=== trng_sample_ctrl ===
Fig. 1: trng_sample_ctrl, selected gate families
The bar under the picture is 20 microns long.
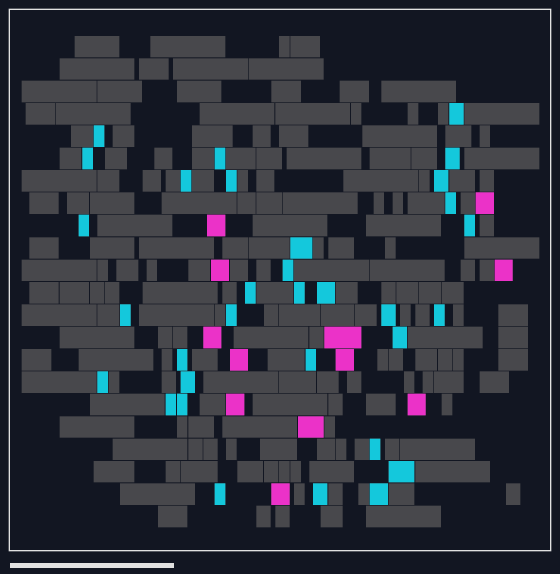

**src/rtl/trng_sample_ctrl.sv**
```systemverilog
// trng_sample_ctrl
// Sequences a ring-oscillator entropy source. It enables the oscillators and waits out
// their warm-up. It then samples the synchronised raw bit at a divided rate, von Neumann
// debiases the samples in pairs, and packs WIDTH accepted bits into a word that is
// delivered over valid/ready. A repetition-count health test watches every raw sample
// and latches a failure state.
`timescale 1ns/1ps

module trng_sample_ctrl #(
  parameter int WIDTH         = 8,
  parameter int WARMUP_CYCLES = 64,
  parameter int SAMPLE_DIV    = 8,
  parameter int REP_LIMIT     = 16
) (
  input  logic             clk,
  input  logic             rst_n,
  input  logic             run,
  input  logic             raw_bit,
  output logic             osc_en,
  output logic [WIDTH-1:0] out_data,
  output logic             out_valid,
  input  logic             out_ready,
  output logic             health_fail,
  output logic             busy
);

  // Counter widths. Each counter is wide enough to hold its terminal value.
  localparam int WARM_W = $clog2(WARMUP_CYCLES + 1);
  localparam int DIV_W  = $clog2(SAMPLE_DIV);
  localparam int BIT_W  = $clog2(WIDTH + 1);
  localparam int REP_W  = $clog2(REP_LIMIT + 1);

  localparam logic [WARM_W-1:0] WARM_LAST = WARM_W'(WARMUP_CYCLES - 1);
  localparam logic [DIV_W-1:0]  DIV_LAST  = DIV_W'(SAMPLE_DIV - 1);
  localparam logic [BIT_W-1:0]  BIT_LAST  = BIT_W'(WIDTH - 1);
  localparam logic [REP_W-1:0]  REP_TRIP  = REP_W'(REP_LIMIT);

  typedef enum logic [2:0] {
    S_IDLE,
    S_WARMUP,
    S_SAMPLE,
    S_DELIVER,
    S_FAIL
  } state_t;

  state_t             state_q, state_d;
  logic               sync1, sync2;
  logic [WARM_W-1:0]  warm_cnt;
  logic [DIV_W-1:0]   div_cnt;
  logic               have_first;
  logic               first_bit;
  logic [WIDTH-1:0]   acc;
  logic [BIT_W-1:0]   bit_cnt;
  logic [REP_W-1:0]   rep_cnt;
  logic               last_bit;
  logic [WIDTH-1:0]   data_q;

  logic               sample_tick;
  logic               emit;
  logic               word_done;
  logic               trip;
  logic               load_word;
  logic [REP_W-1:0]   rep_next;
  logic [WIDTH-1:0]   word;

  // Sampling strobe, pair decode, word assembly and health-count lookahead.
  always_comb begin
    sample_tick = (state_q == S_SAMPLE) && (div_cnt == DIV_LAST);
    // A second sample that differs from the first emits the first sample's value (10->1, 01->0).
    emit        = sample_tick && have_first && (first_bit != sync2);
    word_done   = emit && (bit_cnt == BIT_LAST);
    word        = acc | (WIDTH'(first_bit) << bit_cnt);
    rep_next    = ((rep_cnt != '0) && (sync2 == last_bit)) ? rep_cnt + 1'b1 : REP_W'(1);
    trip        = sample_tick && (rep_next == REP_TRIP);
  end

  // Next-state selection and state-decoded outputs.
  always_comb begin
    // NOTE: every output of this block is given a default first, so no path can infer a latch.
    state_d     = state_q;
    osc_en      = 1'b0;
    out_valid   = 1'b0;
    health_fail = 1'b0;
    busy        = (state_q != S_IDLE);
    unique case (state_q)
      S_IDLE: begin
        if (run) state_d = S_WARMUP;
      end
      S_WARMUP: begin
        osc_en = 1'b1;
        if (!run)                       state_d = S_IDLE;
        else if (warm_cnt == WARM_LAST) state_d = S_SAMPLE;
      end
      S_SAMPLE: begin
        osc_en = 1'b1;
        // Health failure outranks a word that completes on the same sample.
        if (!run)           state_d = S_IDLE;
        else if (trip)      state_d = S_FAIL;
        else if (word_done) state_d = S_DELIVER;
      end
      S_DELIVER: begin
        osc_en    = 1'b1;
        out_valid = 1'b1;
        if (!run)           state_d = S_IDLE;
        else if (out_ready) state_d = S_SAMPLE;
      end
      S_FAIL: begin
        health_fail = 1'b1;
        if (!run) state_d = S_IDLE;
      end
      default: state_d = S_IDLE;
    endcase
    load_word = (state_q == S_SAMPLE) && (state_d == S_DELIVER);
  end

  // State register.
  always_ff @(posedge clk or negedge rst_n) begin
    // NOTE: sequential state uses non-blocking assignments so that all flops update together at the edge.
    if (!rst_n) state_q <= S_IDLE;
    else        state_q <= state_d;
  end

  // Two-flop synchroniser for the asynchronous oscillator output.
  always_ff @(posedge clk or negedge rst_n) begin
    if (!rst_n) begin
      sync1 <= 1'b0;
      sync2 <= 1'b0;
    end else begin
      sync1 <= raw_bit;
      sync2 <= sync1;
    end
  end

  // Warm-up counter. It runs only in WARMUP, so it is zero on every entry.
  always_ff @(posedge clk or negedge rst_n) begin
    if (!rst_n)                   warm_cnt <= '0;
    else if (state_q != S_WARMUP) warm_cnt <= '0;
    else                          warm_cnt <= warm_cnt + 1'b1;
  end

  // Sample divider. It is held at zero outside SAMPLE, so it restarts after DELIVER.
  always_ff @(posedge clk or negedge rst_n) begin
    if (!rst_n)                      div_cnt <= '0;
    else if (state_q != S_SAMPLE)    div_cnt <= '0;
    else if (div_cnt == DIV_LAST)    div_cnt <= '0;
    else                             div_cnt <= div_cnt + 1'b1;
  end

  // Pair register and bit accumulator. They are discarded whenever no word is in progress.
  always_ff @(posedge clk or negedge rst_n) begin
    if (!rst_n) begin
      have_first <= 1'b0;
      first_bit  <= 1'b0;
      acc        <= '0;
      bit_cnt    <= '0;
    end else if ((state_q != S_SAMPLE) && (state_q != S_DELIVER)) begin
      have_first <= 1'b0;
      first_bit  <= 1'b0;
      acc        <= '0;
      bit_cnt    <= '0;
    end else if (sample_tick) begin
      if (!have_first) begin
        have_first <= 1'b1;
        first_bit  <= sync2;
      end else begin
        have_first <= 1'b0;
        if (word_done) begin
          acc     <= '0;
          bit_cnt <= '0;
        end else if (emit) begin
          acc     <= word;
          bit_cnt <= bit_cnt + 1'b1;
        end
      end
    end
  end

  // Repetition count over every raw sample. It survives DELIVER and restarts after IDLE.
  always_ff @(posedge clk or negedge rst_n) begin
    if (!rst_n) begin
      rep_cnt  <= '0;
      last_bit <= 1'b0;
    end else if (state_q == S_IDLE) begin
      rep_cnt  <= '0;
      last_bit <= 1'b0;
    end else if (sample_tick) begin
      rep_cnt  <= rep_next;
      last_bit <= sync2;
    end
  end

  // Output word register. It loads only when a completed word goes to DELIVER.
  always_ff @(posedge clk or negedge rst_n) begin
    if (!rst_n)         data_q <= '0;
    else if (load_word) data_q <= word;
  end

  assign out_data = data_q;

endmodule

```
**config.mk**
```make
export PLATFORM = sky130hd
export DESIGN_NAME = trng_sample_ctrl
export DESIGN_NICKNAME = d
export VERILOG_FILES = /design/src/rtl/trng_sample_ctrl.sv
export SDC_FILE = /design/constraint.sdc
export NUM_CORES = 1
export LEC_CHECK = 0
export CORE_UTILIZATION = 52
export DETAILED_ROUTE_END_ITERATION = 10
export PLACE_DENSITY = 0.8
export SLEW_MARGIN = 20
export SYNTH_ARGS = -nofsm -noshare
export SYNTH_HDL_FRONTEND = slang
export SYNTH_SLANG_ARGS = --single-unit
```
**constraint.sdc**
```tcl
create_clock -name clk -period 3.6 [get_ports clk]
set_input_delay 0.72 -clock clk [delete_from_list [all_inputs] [get_ports clk]]
set_output_delay 0.72 -clock clk [all_outputs]
set_load 0.02 [all_outputs]
```
=== matmul_top_controller ===
[src/rtl/matmul_top_controller.sv]
// ---------------------------------------------------------------------------
// matmul_top_controller
//
// Self-contained N x N unsigned matrix-multiply engine, C = A x B.
// Operands live in MEM_A / MEM_B and results go to MEM_C. All three are
// row-major (addr = row*N + col). They have no external data ports and are
// loaded and read by hierarchical reference. One multiply-accumulate is
// performed per clock. done rises N^3+3 cycles after the edge that samples
// start.
//
// Ports
//   clk   : rising-edge clock
//   rst   : asynchronous, active-high reset (memories are not cleared)
//   start : single-cycle request to begin a full multiply (IDLE or DONE)
//   done  : high while MEM_C holds the complete product
//
// N must be a power of two, with AW = 2*log2(N). Addresses are formed by
// concatenating the row and column counters.
// ---------------------------------------------------------------------------

// Simple single-port-write / single-port-read memory with a registered read.
// The array name is fixed because benches reach it hierarchically.
module mm_mem #(
   parameter int DEPTH = 4096,
   parameter int W     = 8,
   parameter int AW    = 12
) (
   input  logic          clk,
   input  logic          we,
   input  logic [AW-1:0] waddr,
   input  logic [W-1:0]  wdata,
   input  logic [AW-1:0] raddr,
   output logic [W-1:0]  rdata
);

   logic [W-1:0] array [DEPTH];

   always_ff @(posedge clk) begin
      if (we) begin
         array[waddr] <= wdata;
      end
      rdata <= array[raddr];
   end

endmodule

// state | meaning
// IDLE  | waiting for start, counters at zero, done low
// RUN   | one A/B address pair issued per cycle, k fastest, then j, then i
// DRAIN | all addresses issued, waiting for the final C write
// DONE  | MEM_C complete, done high; start restarts RUN
module matmul_top_controller #(
   parameter int N  = 64,
   parameter int DW = 8,
   parameter int OW = 22,
   parameter int AW = 12
) (
   input  logic clk,
   input  logic rst,
   input  logic start,
   output logic done
);

   localparam int CW    = AW / 2;
   localparam int DEPTH = N * N;
   localparam logic [CW-1:0] CNT_MAX = CW'(N - 1);

   typedef enum logic [1:0] {
      IDLE  = 2'd0,
      RUN   = 2'd1,
      DRAIN = 2'd2,
      DONE  = 2'd3
   } state_t;

   state_t state, state_nxt;

   logic [CW-1:0] i_cnt, j_cnt, k_cnt;
   logic          issue;
   logic          last_issue;

   logic [AW-1:0] addr_a, addr_b;
   logic [DW-1:0] rd_a, rd_b;
   logic [2*DW-1:0] prod;

   // Stage 1: memory read in flight
   logic          s1_vld;
   logic          s1_k0;
   logic          s1_klast;
   logic [AW-1:0] s1_addr_c;

   // Stage 2: accumulator, and the write request for a completed sum
   logic [OW-1:0] acc;
   logic          s2_wr;
   logic [AW-1:0] s2_addr_c;

   // Set for one cycle after each C write. DRAIN uses it to spot the final
   // write once nothing else remains in the pipe.
   logic          wr_seen;

   logic [OW-1:0] c_rdata;

   assign last_issue = (i_cnt == CNT_MAX) && (j_cnt == CNT_MAX) && (k_cnt == CNT_MAX);
   assign addr_a     = {i_cnt, k_cnt};
   assign addr_b     = {k_cnt, j_cnt};
   assign prod       = rd_a * rd_b;

   always_ff @(posedge clk or posedge rst) begin
      if (rst) begin
         state <= IDLE;
      end else begin
         state <= state_nxt;
      end
   end

   always_comb begin
      state_nxt = state;
      issue     = 1'b0;
      done      = 1'b0;
      case (state)
         IDLE: begin
            if (start) begin
               state_nxt = RUN;
            end
         end
         RUN: begin
            issue = 1'b1;
            if (last_issue) begin
               state_nxt = DRAIN;
            end
         end
         DRAIN: begin
            if (wr_seen && !s1_vld && !s2_wr) begin
               state_nxt = DONE;
            end
         end
         DONE: begin
            done = 1'b1;
            if (start) begin
               state_nxt = RUN;
            end
         end
         default: begin
            state_nxt = IDLE;
         end
      endcase
   end

   // The counters wrap back to zero on the last issue, so they are already
   // cleared for the next run when RUN is left.
   always_ff @(posedge clk or posedge rst) begin
      if (rst) begin
         i_cnt <= '0;
         j_cnt <= '0;
         k_cnt <= '0;
      end else if (issue) begin
         if (k_cnt == CNT_MAX) begin
            k_cnt <= '0;
            if (j_cnt == CNT_MAX) begin
               j_cnt <= '0;
               if (i_cnt == CNT_MAX) begin
                  i_cnt <= '0;
               end else begin
                  i_cnt <= i_cnt + 1'b1;
               end
            end else begin
               j_cnt <= j_cnt + 1'b1;
            end
         end else begin
            k_cnt <= k_cnt + 1'b1;
         end
      end
   end

   always_ff @(posedge clk or posedge rst) begin
      if (rst) begin
         s1_vld    <= 1'b0;
         s1_k0     <= 1'b0;
         s1_klast  <= 1'b0;
         s1_addr_c <= '0;
      end else begin
         s1_vld    <= issue;
         s1_k0     <= (k_cnt == '0);
         s1_klast  <= (k_cnt == CNT_MAX);
         s1_addr_c <= {i_cnt, j_cnt};
      end
   end

   // The k==0 term loads rather than adds, so a new dot product needs no
   // separate clear cycle.
   always_ff @(posedge clk or posedge rst) begin
      if (rst) begin
         acc       <= '0;
         s2_wr     <= 1'b0;
         s2_addr_c <= '0;
         wr_seen   <= 1'b0;
      end else begin
         if (s1_vld) begin
            if (s1_k0) begin
               acc <= OW'(prod);
            end else begin
               acc <= acc + OW'(prod);
            end
         end
         s2_wr     <= s1_vld && s1_klast;
         s2_addr_c <= s1_addr_c;
         wr_seen   <= s2_wr;
      end
   end

   mm_mem #(.DEPTH(DEPTH), .W(DW), .AW(AW)) MEM_A (
      .clk   (clk),
      .we    (1'b0),
      .waddr ('0),
      .wdata ('0),
      .raddr (addr_a),
      .rdata (rd_a)
   );

   mm_mem #(.DEPTH(DEPTH), .W(DW), .AW(AW)) MEM_B (
      .clk   (clk),
      .we    (1'b0),
      .waddr ('0),
      .wdata ('0),
      .raddr (addr_b),
      .rdata (rd_b)
   );

   // The read port of MEM_C is not used by the engine. Results are taken out
   // hierarchically.
   mm_mem #(.DEPTH(DEPTH), .W(OW), .AW(AW)) MEM_C (
      .clk   (clk),
      .we    (s2_wr),
      .waddr (s2_addr_c),
      .wdata (acc),
      .raddr ('0),
      .rdata (c_rdata)
   );

endmodule

[config.mk]
export PLATFORM = sky130hd
export DESIGN_NAME = matmul_top_controller
export DESIGN_NICKNAME = d
export VERILOG_FILES = /design/src/rtl/matmul_top_controller.sv
export SDC_FILE = /design/constraint.sdc
export NUM_CORES = 1
export LEC_CHECK = 0
export ABC_AREA = 1
export CELL_PAD_IN_SITES_DETAIL_PLACEMENT = 2
export CELL_PAD_IN_SITES_GLOBAL_PLACEMENT = 2
export CORE_MARGIN = 2
export CORE_UTILIZATION = 37
export CTS_CLUSTER_SIZE = 10
export DETAILED_ROUTE_END_ITERATION = 10
export PLACE_DENSITY_LB_ADDON = 0.1
export SKIP_CTS_REPAIR_TIMING = 1
export SKIP_LAST_GASP = 1
export SLEW_MARGIN = 20
export SYNTH_ARGS = -nofsm -noshare
export SYNTH_HDL_FRONTEND = slang
export SYNTH_SLANG_ARGS = --single-unit
export TNS_END_PERCENT = 20
[constraint.sdc]
create_clock -name clk -period 1.75 [get_ports clk]
set_clock_uncertainty 0.2 [all_clocks]
set_input_delay 0.2625 -clock clk [delete_from_list [all_inputs] [get_ports clk]]
set_output_delay 0.2625 -clock clk [all_outputs]
set_load 0.01 [all_outputs]
=== calendar_counter ===
<file path="config.mk">
export PLATFORM = sky130hd
export DESIGN_NAME = calendar_counter
export DESIGN_NICKNAME = d
export VERILOG_FILES = /design/src/rtl/calendar_counter.sv
export SDC_FILE = /design/constraint.sdc
export NUM_CORES = 1
export LEC_CHECK = 0
export CAP_MARGIN = 20
export CELL_PAD_IN_SITES_DETAIL_PLACEMENT = 0
export CELL_PAD_IN_SITES_GLOBAL_PLACEMENT = 2
export CORE_MARGIN = 4
export CORE_UTILIZATION = 27
export DETAILED_ROUTE_END_ITERATION = 10
export HOLD_SLACK_MARGIN = 0.08
export PLACE_DENSITY_LB_ADDON = 0.1
export SLEW_MARGIN = 20
export SYNTH_ARGS = -nofsm -noshare
export SYNTH_HDL_FRONTEND = slang
export SYNTH_SLANG_ARGS = --single-unit
</file>
<file path="constraint.sdc">
create_clock -name sys_clk_in -period 4.6 [get_ports sys_clk_in]
set_input_delay 0.92 -clock sys_clk_in [delete_from_list [all_inputs] [get_ports sys_clk_in]]
set_output_delay 0.92 -clock sys_clk_in [all_outputs]
set_load 0.005 [all_outputs]
</file>
<file path="src/rtl/calendar_counter.sv">
// BCD calendar/clock: advances one second per qualified tick with full
// date carry (leap years included) and accepts validated parallel loads.
module calendar_counter #(
  parameter logic [15:0] RESET_YEAR  = 16'h2025,
  parameter logic [7:0]  RESET_MONTH = 8'h05,
  parameter logic [7:0]  RESET_DAY   = 8'h01
) (
  input  logic        sys_clk_in,
  input  logic        reset,
  input  logic        tick,
  input  logic        run,
  input  logic        load,
  input  logic [15:0] set_year,
  input  logic [7:0]  set_month,
  input  logic [7:0]  set_day,
  input  logic [7:0]  set_hour,
  input  logic [7:0]  set_minute,
  input  logic [7:0]  set_second,
  output logic [15:0] year,
  output logic [7:0]  month,
  output logic [7:0]  day,
  output logic [7:0]  hour,
  output logic [7:0]  minute,
  output logic [7:0]  second,
  output logic        day_pulse,
  output logic        load_err
);

  logic [15:0] year_reg, year_next;
  logic [7:0]  month_reg, month_next;
  logic [7:0]  day_reg, day_next;
  logic [7:0]  hour_reg, hour_next;
  logic [7:0]  minute_reg, minute_next;
  logic [7:0]  second_reg, second_next;
  logic        day_pulse_reg, day_pulse_next;
  logic        load_err_reg, load_err_next;

  function automatic logic [7:0] bcd_inc2(input logic [7:0] v);
    if (v[3:0] == 4'd9) bcd_inc2 = {v[7:4] + 4'd1, 4'd0};
    else                bcd_inc2 = {v[7:4], v[3:0] + 4'd1};
  endfunction

  function automatic logic [15:0] bcd_inc4(input logic [15:0] v);
    logic [15:0] r;
    logic        carry;
    r = v;
    carry = 1'b1;
    for (int i = 0; i < 4; i++) begin
      if (carry) begin
        if (r[4*i +: 4] == 4'd9) begin
          r[4*i +: 4] = 4'd0;
        end else begin
          r[4*i +: 4] = r[4*i +: 4] + 4'd1;
          carry = 1'b0;
        end
      end
    end
    bcd_inc4 = r;
  endfunction

  // Decimal divisibility by 4 from digits: even tens need ones 0/4/8, odd tens need 2/6.
  function automatic logic bcd_div4(input logic [7:0] v);
    if (v[4]) bcd_div4 = (v[3:0] == 4'd2) || (v[3:0] == 4'd6);
    else      bcd_div4 = (v[3:0] == 4'd0) || (v[3:0] == 4'd4) || (v[3:0] == 4'd8);
  endfunction

  function automatic logic is_leap(input logic [15:0] y);
    if (y[7:0] == 8'h00) is_leap = bcd_div4(y[15:8]);
    else                 is_leap = bcd_div4(y[7:0]);
  endfunction

  function automatic logic [7:0] days_in_month(input logic [7:0] m, input logic leap);
    case (m)
      8'h02:                      days_in_month = leap ? 8'h29 : 8'h28;
      8'h04, 8'h06, 8'h09, 8'h11: days_in_month = 8'h30;
      default:                    days_in_month = 8'h31;
    endcase
  endfunction

  logic [55:0] set_all;
  logic [13:0] digit_ok;
  logic        load_ok;
  logic [7:0]  set_dim;
  logic [7:0]  cur_dim;
  logic        advance;
  logic        sec_wrap, min_wrap, hour_wrap;

  assign set_all = {set_year, set_month, set_day, set_hour, set_minute, set_second};

  generate
    for (genvar gi = 0; gi < 14; gi++) begin : g_digit_chk
      assign digit_ok[gi] = (set_all[4*gi +: 4] <= 4'd9);
    end
  endgenerate

  // Range compares on raw bytes are valid once every digit is known to be BCD.
  assign set_dim = days_in_month(set_month, is_leap(set_year));
  assign load_ok = (&digit_ok)
                 && (set_month >= 8'h01) && (set_month <= 8'h12)
                 && (set_day >= 8'h01) && (set_day <= set_dim)
                 && (set_hour <= 8'h23)
                 && (set_minute <= 8'h59)
                 && (set_second <= 8'h59);

  assign cur_dim   = days_in_month(month_reg, is_leap(year_reg));
  assign advance   = tick && run && !load;
  assign sec_wrap  = (second_reg == 8'h59);
  assign min_wrap  = (minute_reg == 8'h59);
  assign hour_wrap = (hour_reg == 8'h23);

  always_comb begin
    year_next      = year_reg;
    month_next     = month_reg;
    day_next       = day_reg;
    hour_next      = hour_reg;
    minute_next    = minute_reg;
    second_next    = second_reg;
    day_pulse_next = 1'b0;
    load_err_next  = 1'b0;
    if (load) begin
      if (load_ok) begin
        year_next   = set_year;
        month_next  = set_month;
        day_next    = set_day;
        hour_next   = set_hour;
        minute_next = set_minute;
        second_next = set_second;
      end else begin
        load_err_next = 1'b1;
      end
    end else if (advance) begin
      second_next = sec_wrap ? 8'h00 : bcd_inc2(second_reg);
      if (sec_wrap) begin
        minute_next = min_wrap ? 8'h00 : bcd_inc2(minute_reg);
        if (min_wrap) begin
          hour_next = hour_wrap ? 8'h00 : bcd_inc2(hour_reg);
          if (hour_wrap) begin
            day_pulse_next = 1'b1;
            if (day_reg == cur_dim) begin
              day_next = 8'h01;
              if (month_reg == 8'h12) begin
                month_next = 8'h01;
                year_next  = bcd_inc4(year_reg);
              end else begin
                month_next = bcd_inc2(month_reg);
              end
            end else begin
              day_next = bcd_inc2(day_reg);
            end
          end
        end
      end
    end
  end

  always_ff @(posedge sys_clk_in) begin
    if (reset) begin
      year_reg      <= RESET_YEAR;
      month_reg     <= RESET_MONTH;
      day_reg       <= RESET_DAY;
      hour_reg      <= 8'h00;
      minute_reg    <= 8'h00;
      second_reg    <= 8'h00;
      day_pulse_reg <= 1'b0;
      load_err_reg  <= 1'b0;
    end else begin
      year_reg      <= year_next;
      month_reg     <= month_next;
      day_reg       <= day_next;
      hour_reg      <= hour_next;
      minute_reg    <= minute_next;
      second_reg    <= second_next;
      day_pulse_reg <= day_pulse_next;
      load_err_reg  <= load_err_next;
    end
  end

  assign year      = year_reg;
  assign month     = month_reg;
  assign day       = day_reg;
  assign hour      = hour_reg;
  assign minute    = minute_reg;
  assign second    = second_reg;
  assign day_pulse = day_pulse_reg;
  assign load_err  = load_err_reg;

endmodule

</file>
Fig. 2: matmul_top_controller, cell outlines without signal wires
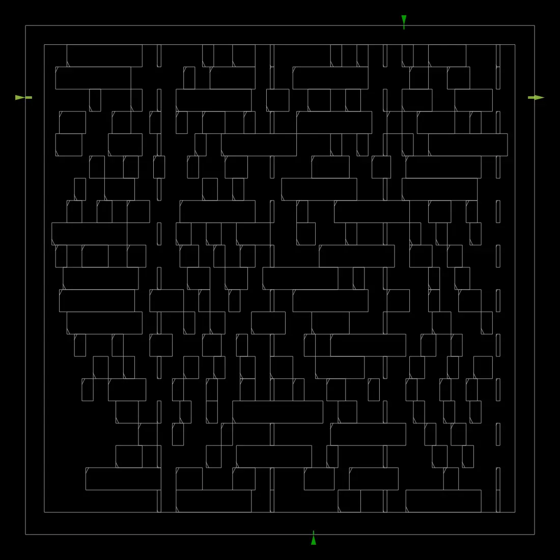
# Taps: 46
Fillers: 382
post-route core utilization: 45.87%

==> reports/results.txt, matmul_top_controller <==
Post-synth ARST share - 100.0%
Final Wtd Congestion - 0.7424
PD cells - 656.2 mW/mm^2
Status - completed
Clk slew on worst S/H paths - 0.14 ns
Pin count of the biggest net entering global routing - 25
Placed Instances - 196
Number of global-route vias before repair - 1056
Largest regs - i_cnt: 6 flops, j_cnt: 6 flops, k_cnt: 6 flops
Hold WS - 0.05091 ns
Die W - 62.18 microns
Dpl hpwl - 2056 microns
Top Consumer - registers
Die height - 62.18 microns
Maximum VDD drop - 0.3167 mV
Comb_multi_in - 96
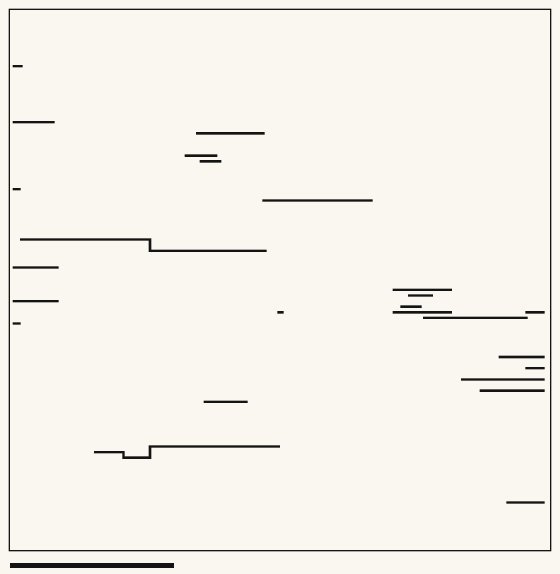
Fig. 3. The metal 3 layer (trng_sample_ctrl).
The bar under the picture is 20 microns long.
21 nets have wire on it. The longest straight run is 15.6 microns. The layer holds 4.5% of the routed length. The layer carries 168 microns of wire.

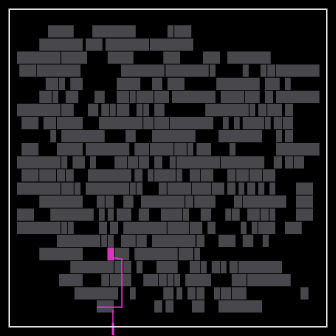
Fig. 4. Nets reached from selected ports (trng_sample_ctrl).
`busy`: drawn in magenta, bits 1, direction output, edge south, end cells 1, wire 20.2 microns.
count of input and output buffers: 16
I/O pin cnt: 17

Notes on Fig. 1 above:
and/or cells: drawn in magenta, cells 12. nand cells: drawn in cyan, cells 32.
Top cell excl fill/tap: dfrtp_1
fraction of area in multi-input gates: 40.12%

==> reports/results.txt, trng_sample_ctrl <==
Status - completed
MaxCap Viol Count - 0
# Taps - 48
Finish-stage setup viols - 0
GR peak layer - met2
Yosys stat chip area - 0.002107 sq mm
WL/cell - 13.79 microns
FF-to-FF setup slack - 1.10 ns
Pre-antenna DRT Iters - 4
Crit. Startpoint - state_q[2]
Total number of vias - 1509
Ys Warns - 0
Critical path class - register to primary output
Sequential share of power - 58.4%
Ys flop type - dfrtp_1
Cycle use final - 72.37%
Gate Area - 947.2 sq um
Registers - 43
Post-synth ARST share - 100.0%
Startpoint types - register
Synth flops - 43
WHS Endpoint - sync2
Top Consumer - registers
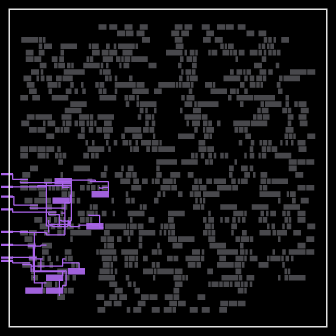
Fig. 5. Nets reached from selected ports (calendar_counter).
`hour`: drawn in purple, bits 8, direction output, edge west, end cells 8, wire 474 microns.
count of input and output buffers: 118
I/O pin cnt: 119

==> reports/results.txt, calendar_counter <==
Status - completed
PD cells - 213.1 mW/mm^2
Compound Share, Synth - 28.85%
Comb pwr - 166 uW
P_int - 957.9 uW
Net Sw Power - 328.1 uW
Total of cells resized after clock tree synthesis - 0
Number of global-route vias before repair - 4660
Post-DP Area - 0.005778 sq mm
Ys flop type - dfxtp_1
Maximum VDD drop - 0.1610 mV
Via/cell ratio - 5.102
Wire length on met3 - 676 microns
Fraction of area in multi-input gates - 47.35%
Pre-antenna DRT Iters - 4
FMAX - 235.4 MHz
Top-area cell share - 27.24%
Placed Instances - 912
Worst rel slew slack - 42.08%
Total number of vias - 4724
M2 GR Usage - 29.03%

=== wb_port_arbiter ===
**src/rtl/wb_port_arbiter_pkg.sv**
```systemverilog
// rtl/wb_port_arbiter_pkg.sv - shared widths and constants for the register-file write-port arbiter
package wb_port_arbiter_pkg;

    localparam int REG_ADDR_W = 5;
    localparam int DATA_W     = 64;

    // Writes to this register are accepted but never reach the register file.
    localparam logic [REG_ADDR_W-1:0] REG_ZERO = 5'd0;

endpackage

```
**src/rtl/wb_port_arbiter_mux.sv**
```systemverilog
// rtl/wb_port_arbiter_mux.sv - 64-bit 2:1 data select used by the write-port arbiter
//
// Ports:
//   a    - data selected when ctrl is 1
//   b    - data selected when ctrl is 0
//   ctrl - select
//   y    - selected data
module mux_64bit
    import wb_port_arbiter_pkg::*;
(
    input  logic [DATA_W-1:0] a,
    input  logic [DATA_W-1:0] b,
    input  logic              ctrl,
    output logic [DATA_W-1:0] y
);

    assign y = ctrl ? a : b;

endmodule

```
**src/rtl/wb_port_arbiter.sv**
```systemverilog
// rtl/wb_port_arbiter.sv - bounded-burst arbiter for the single register-file write port
//
// Ports:
//   clk, rst                       - clock, synchronous active-high reset
//   a_valid/a_waddr/a_wdata/a_ready - load-path requester (favoured)
//   b_valid/b_waddr/b_wdata/b_ready - ALU/mul-div requester
//   rf_we/rf_waddr/rf_wdata         - registered register-file write port
//   burst_cnt                       - consecutive A grants taken while B waits
module wb_port_arbiter
    import wb_port_arbiter_pkg::*;
#(
    parameter int MAX_BURST = 4
) (
    input  logic                  clk,
    input  logic                  rst,
    input  logic                  a_valid,
    input  logic [REG_ADDR_W-1:0] a_waddr,
    input  logic [DATA_W-1:0]     a_wdata,
    output logic                  a_ready,
    input  logic                  b_valid,
    input  logic [REG_ADDR_W-1:0] b_waddr,
    input  logic [DATA_W-1:0]     b_wdata,
    output logic                  b_ready,
    output logic                  rf_we,
    output logic [REG_ADDR_W-1:0] rf_waddr,
    output logic [DATA_W-1:0]     rf_wdata,
    output logic [3:0]            burst_cnt
);

    localparam logic [3:0] MAX_CNT = 4'(MAX_BURST);

    logic                  grant_a;
    logic                  grant_b;
    logic                  xfer;
    logic [REG_ADDR_W-1:0] sel_waddr;
    logic [DATA_W-1:0]     sel_wdata;
    logic [3:0]            cnt_q;

    // A wins unless B is waiting and A has used up its burst allowance.
    // Ready is granted purely from valids and the counter, so it never
    // loops back through the requester's own ready.
    always_comb begin
        grant_a = a_valid && (!b_valid || (cnt_q < MAX_CNT));
        grant_b = b_valid && !grant_a;
    end

    assign a_ready   = grant_a;
    assign b_ready   = grant_b;
    assign xfer      = grant_a || grant_b;
    assign burst_cnt = cnt_q;

    // Count only A grants that made B wait; B being served or absent
    // ends the burst.
    always_ff @(posedge clk) begin
        if (rst) begin
            cnt_q <= 4'd0;
        end else if (!b_valid || grant_b) begin
            cnt_q <= 4'd0;
        end else if (grant_a && (cnt_q < MAX_CNT)) begin
            cnt_q <= cnt_q + 4'd1;
        end
    end

    assign sel_waddr = grant_a ? a_waddr : b_waddr;

    mux_64bit u_data_mux (
        .a    (a_wdata),
        .b    (b_wdata),
        .ctrl (grant_a),
        .y    (sel_wdata)
    );

    // Address/data track every accepted transfer (including r0) and hold
    // on idle cycles; only the enable filters out register 0.
    always_ff @(posedge clk) begin
        if (rst) begin
            rf_we    <= 1'b0;
            rf_waddr <= '0;
            rf_wdata <= '0;
        end else begin
            rf_we <= xfer && (sel_waddr != REG_ZERO);
            if (xfer) begin
                rf_waddr <= sel_waddr;
                rf_wdata <= sel_wdata;
            end
        end
    end

endmodule

```
**config.mk**
```make
export PLATFORM = sky130hd
export DESIGN_NAME = wb_port_arbiter
export DESIGN_NICKNAME = d
export VERILOG_FILES = /design/src/rtl/wb_port_arbiter_pkg.sv /design/src/rtl/wb_port_arbiter_mux.sv /design/src/rtl/wb_port_arbiter.sv
export SDC_FILE = /design/constraint.sdc
export NUM_CORES = 1
export LEC_CHECK = 0
export CAP_MARGIN = 20
export CORE_ASPECT_RATIO = 0.6
export CORE_MARGIN = 1
export CORE_UTILIZATION = 34
export CTS_CLUSTER_SIZE = 16
export DETAILED_ROUTE_END_ITERATION = 16
export GPL_ROUTABILITY_DRIVEN = 0
export PLACE_DENSITY_LB_ADDON = 0.15
export SLEW_MARGIN = 10
export SYNTH_ARGS = -nofsm -noshare
export SYNTH_HDL_FRONTEND = slang
export SYNTH_SLANG_ARGS = --single-unit
```
**constraint.sdc**
```tcl
create_clock -name clk -period 1.67 [get_ports clk]
set_input_delay 0.334 -clock clk [delete_from_list [all_inputs] [get_ports clk]]
set_output_delay 0.334 -clock clk [all_outputs]
set_load 0.01 [all_outputs]
```
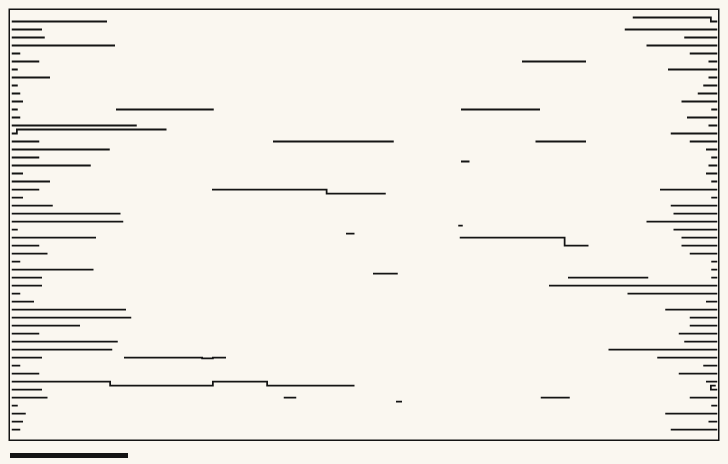
Fig. 6. The metal 3 layer (wb_port_arbiter).
The bar under the picture is 20 microns long.
The layer holds 9.1% of the routed length. The longest straight run is 28.3 microns.
met3 usage: 9.141%
total number of vias: 2926
WL final: 9842 microns

==> reports/results.txt <==
Status - completed
First-pass GRT wire length - 14350 microns
Inverters - 1
Grt total ovfl - 0
Synth flops - 74
RSZ-0062 raised after global routing - false
Setup repair bufs after CTS - 0
Flop area - 0.001483 sq mm
GR peak layer - met2
Hold depth - 1
Fillers - 634
Startpoint types - register
PD cells - 874.1 mW/mm^2
Synth Area in XOR/XNOR - 0%
Post-Synthesis Cells - 254
Cts hold-fix bufs - 0
WL/cell - 16.65 microns
TritonCTS clock tree - yes
WP depth - 3
Area-dominant class - non-clock buffers
Most numerous logic cells after layout - clkdlybuf4s50_1 (212), dfxtp_1 (73), and2_1 (72)
Crit end category - primary output
Post-synth ARST share - 0%
Final #Nets - 621
Count of input and output buffers - 217
Compound Share, Synth - 25.09%
Post-Route M1 WL - 4052 microns


==> notes/layouts.md <==
Pictures saved along the way, in no particular order.

Local utilization.
Plate I
6 x 6 tiles, from black (low) to pale yellow (high), 0 to 100% covered.
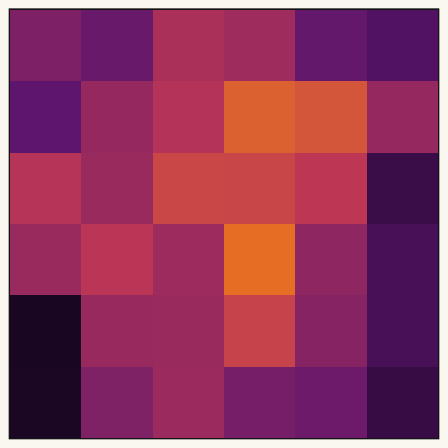
Plate II
12 x 7 tiles, from black (low) to pale yellow (high), 0 to 100% covered.
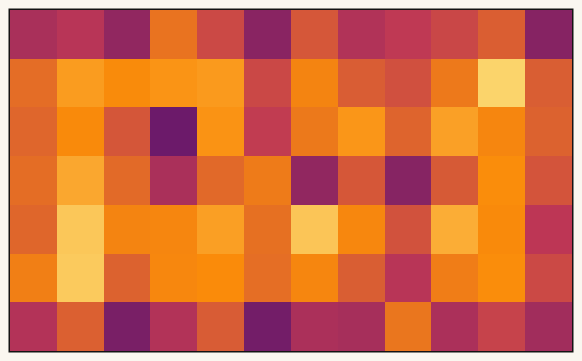
Plate III
13 x 13 tiles, from black (low) to pale yellow (high), 0 to 100% covered.
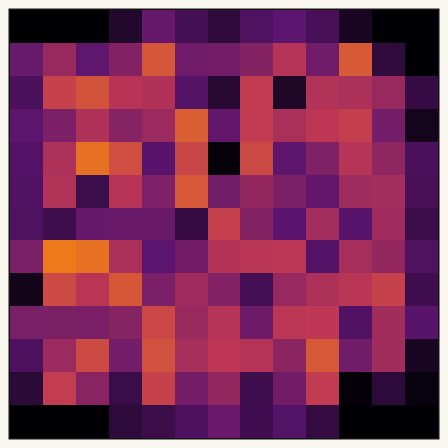
Plate IV
7 x 7 tiles, from black (low) to pale yellow (high), 0 to 100% covered.
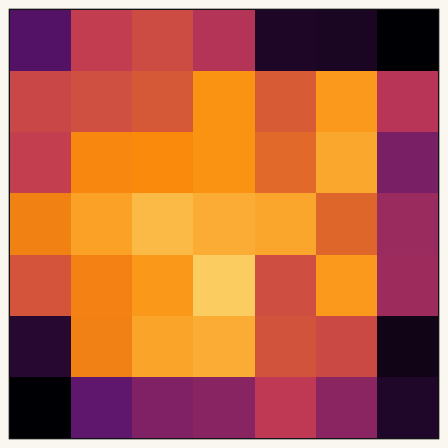
trng_sample_ctrl: Plate IV
matmul_top_controller: Plate I
calendar_counter: Plate III
wb_port_arbiter: Plate II

Power and IR drop assume default switching activity.
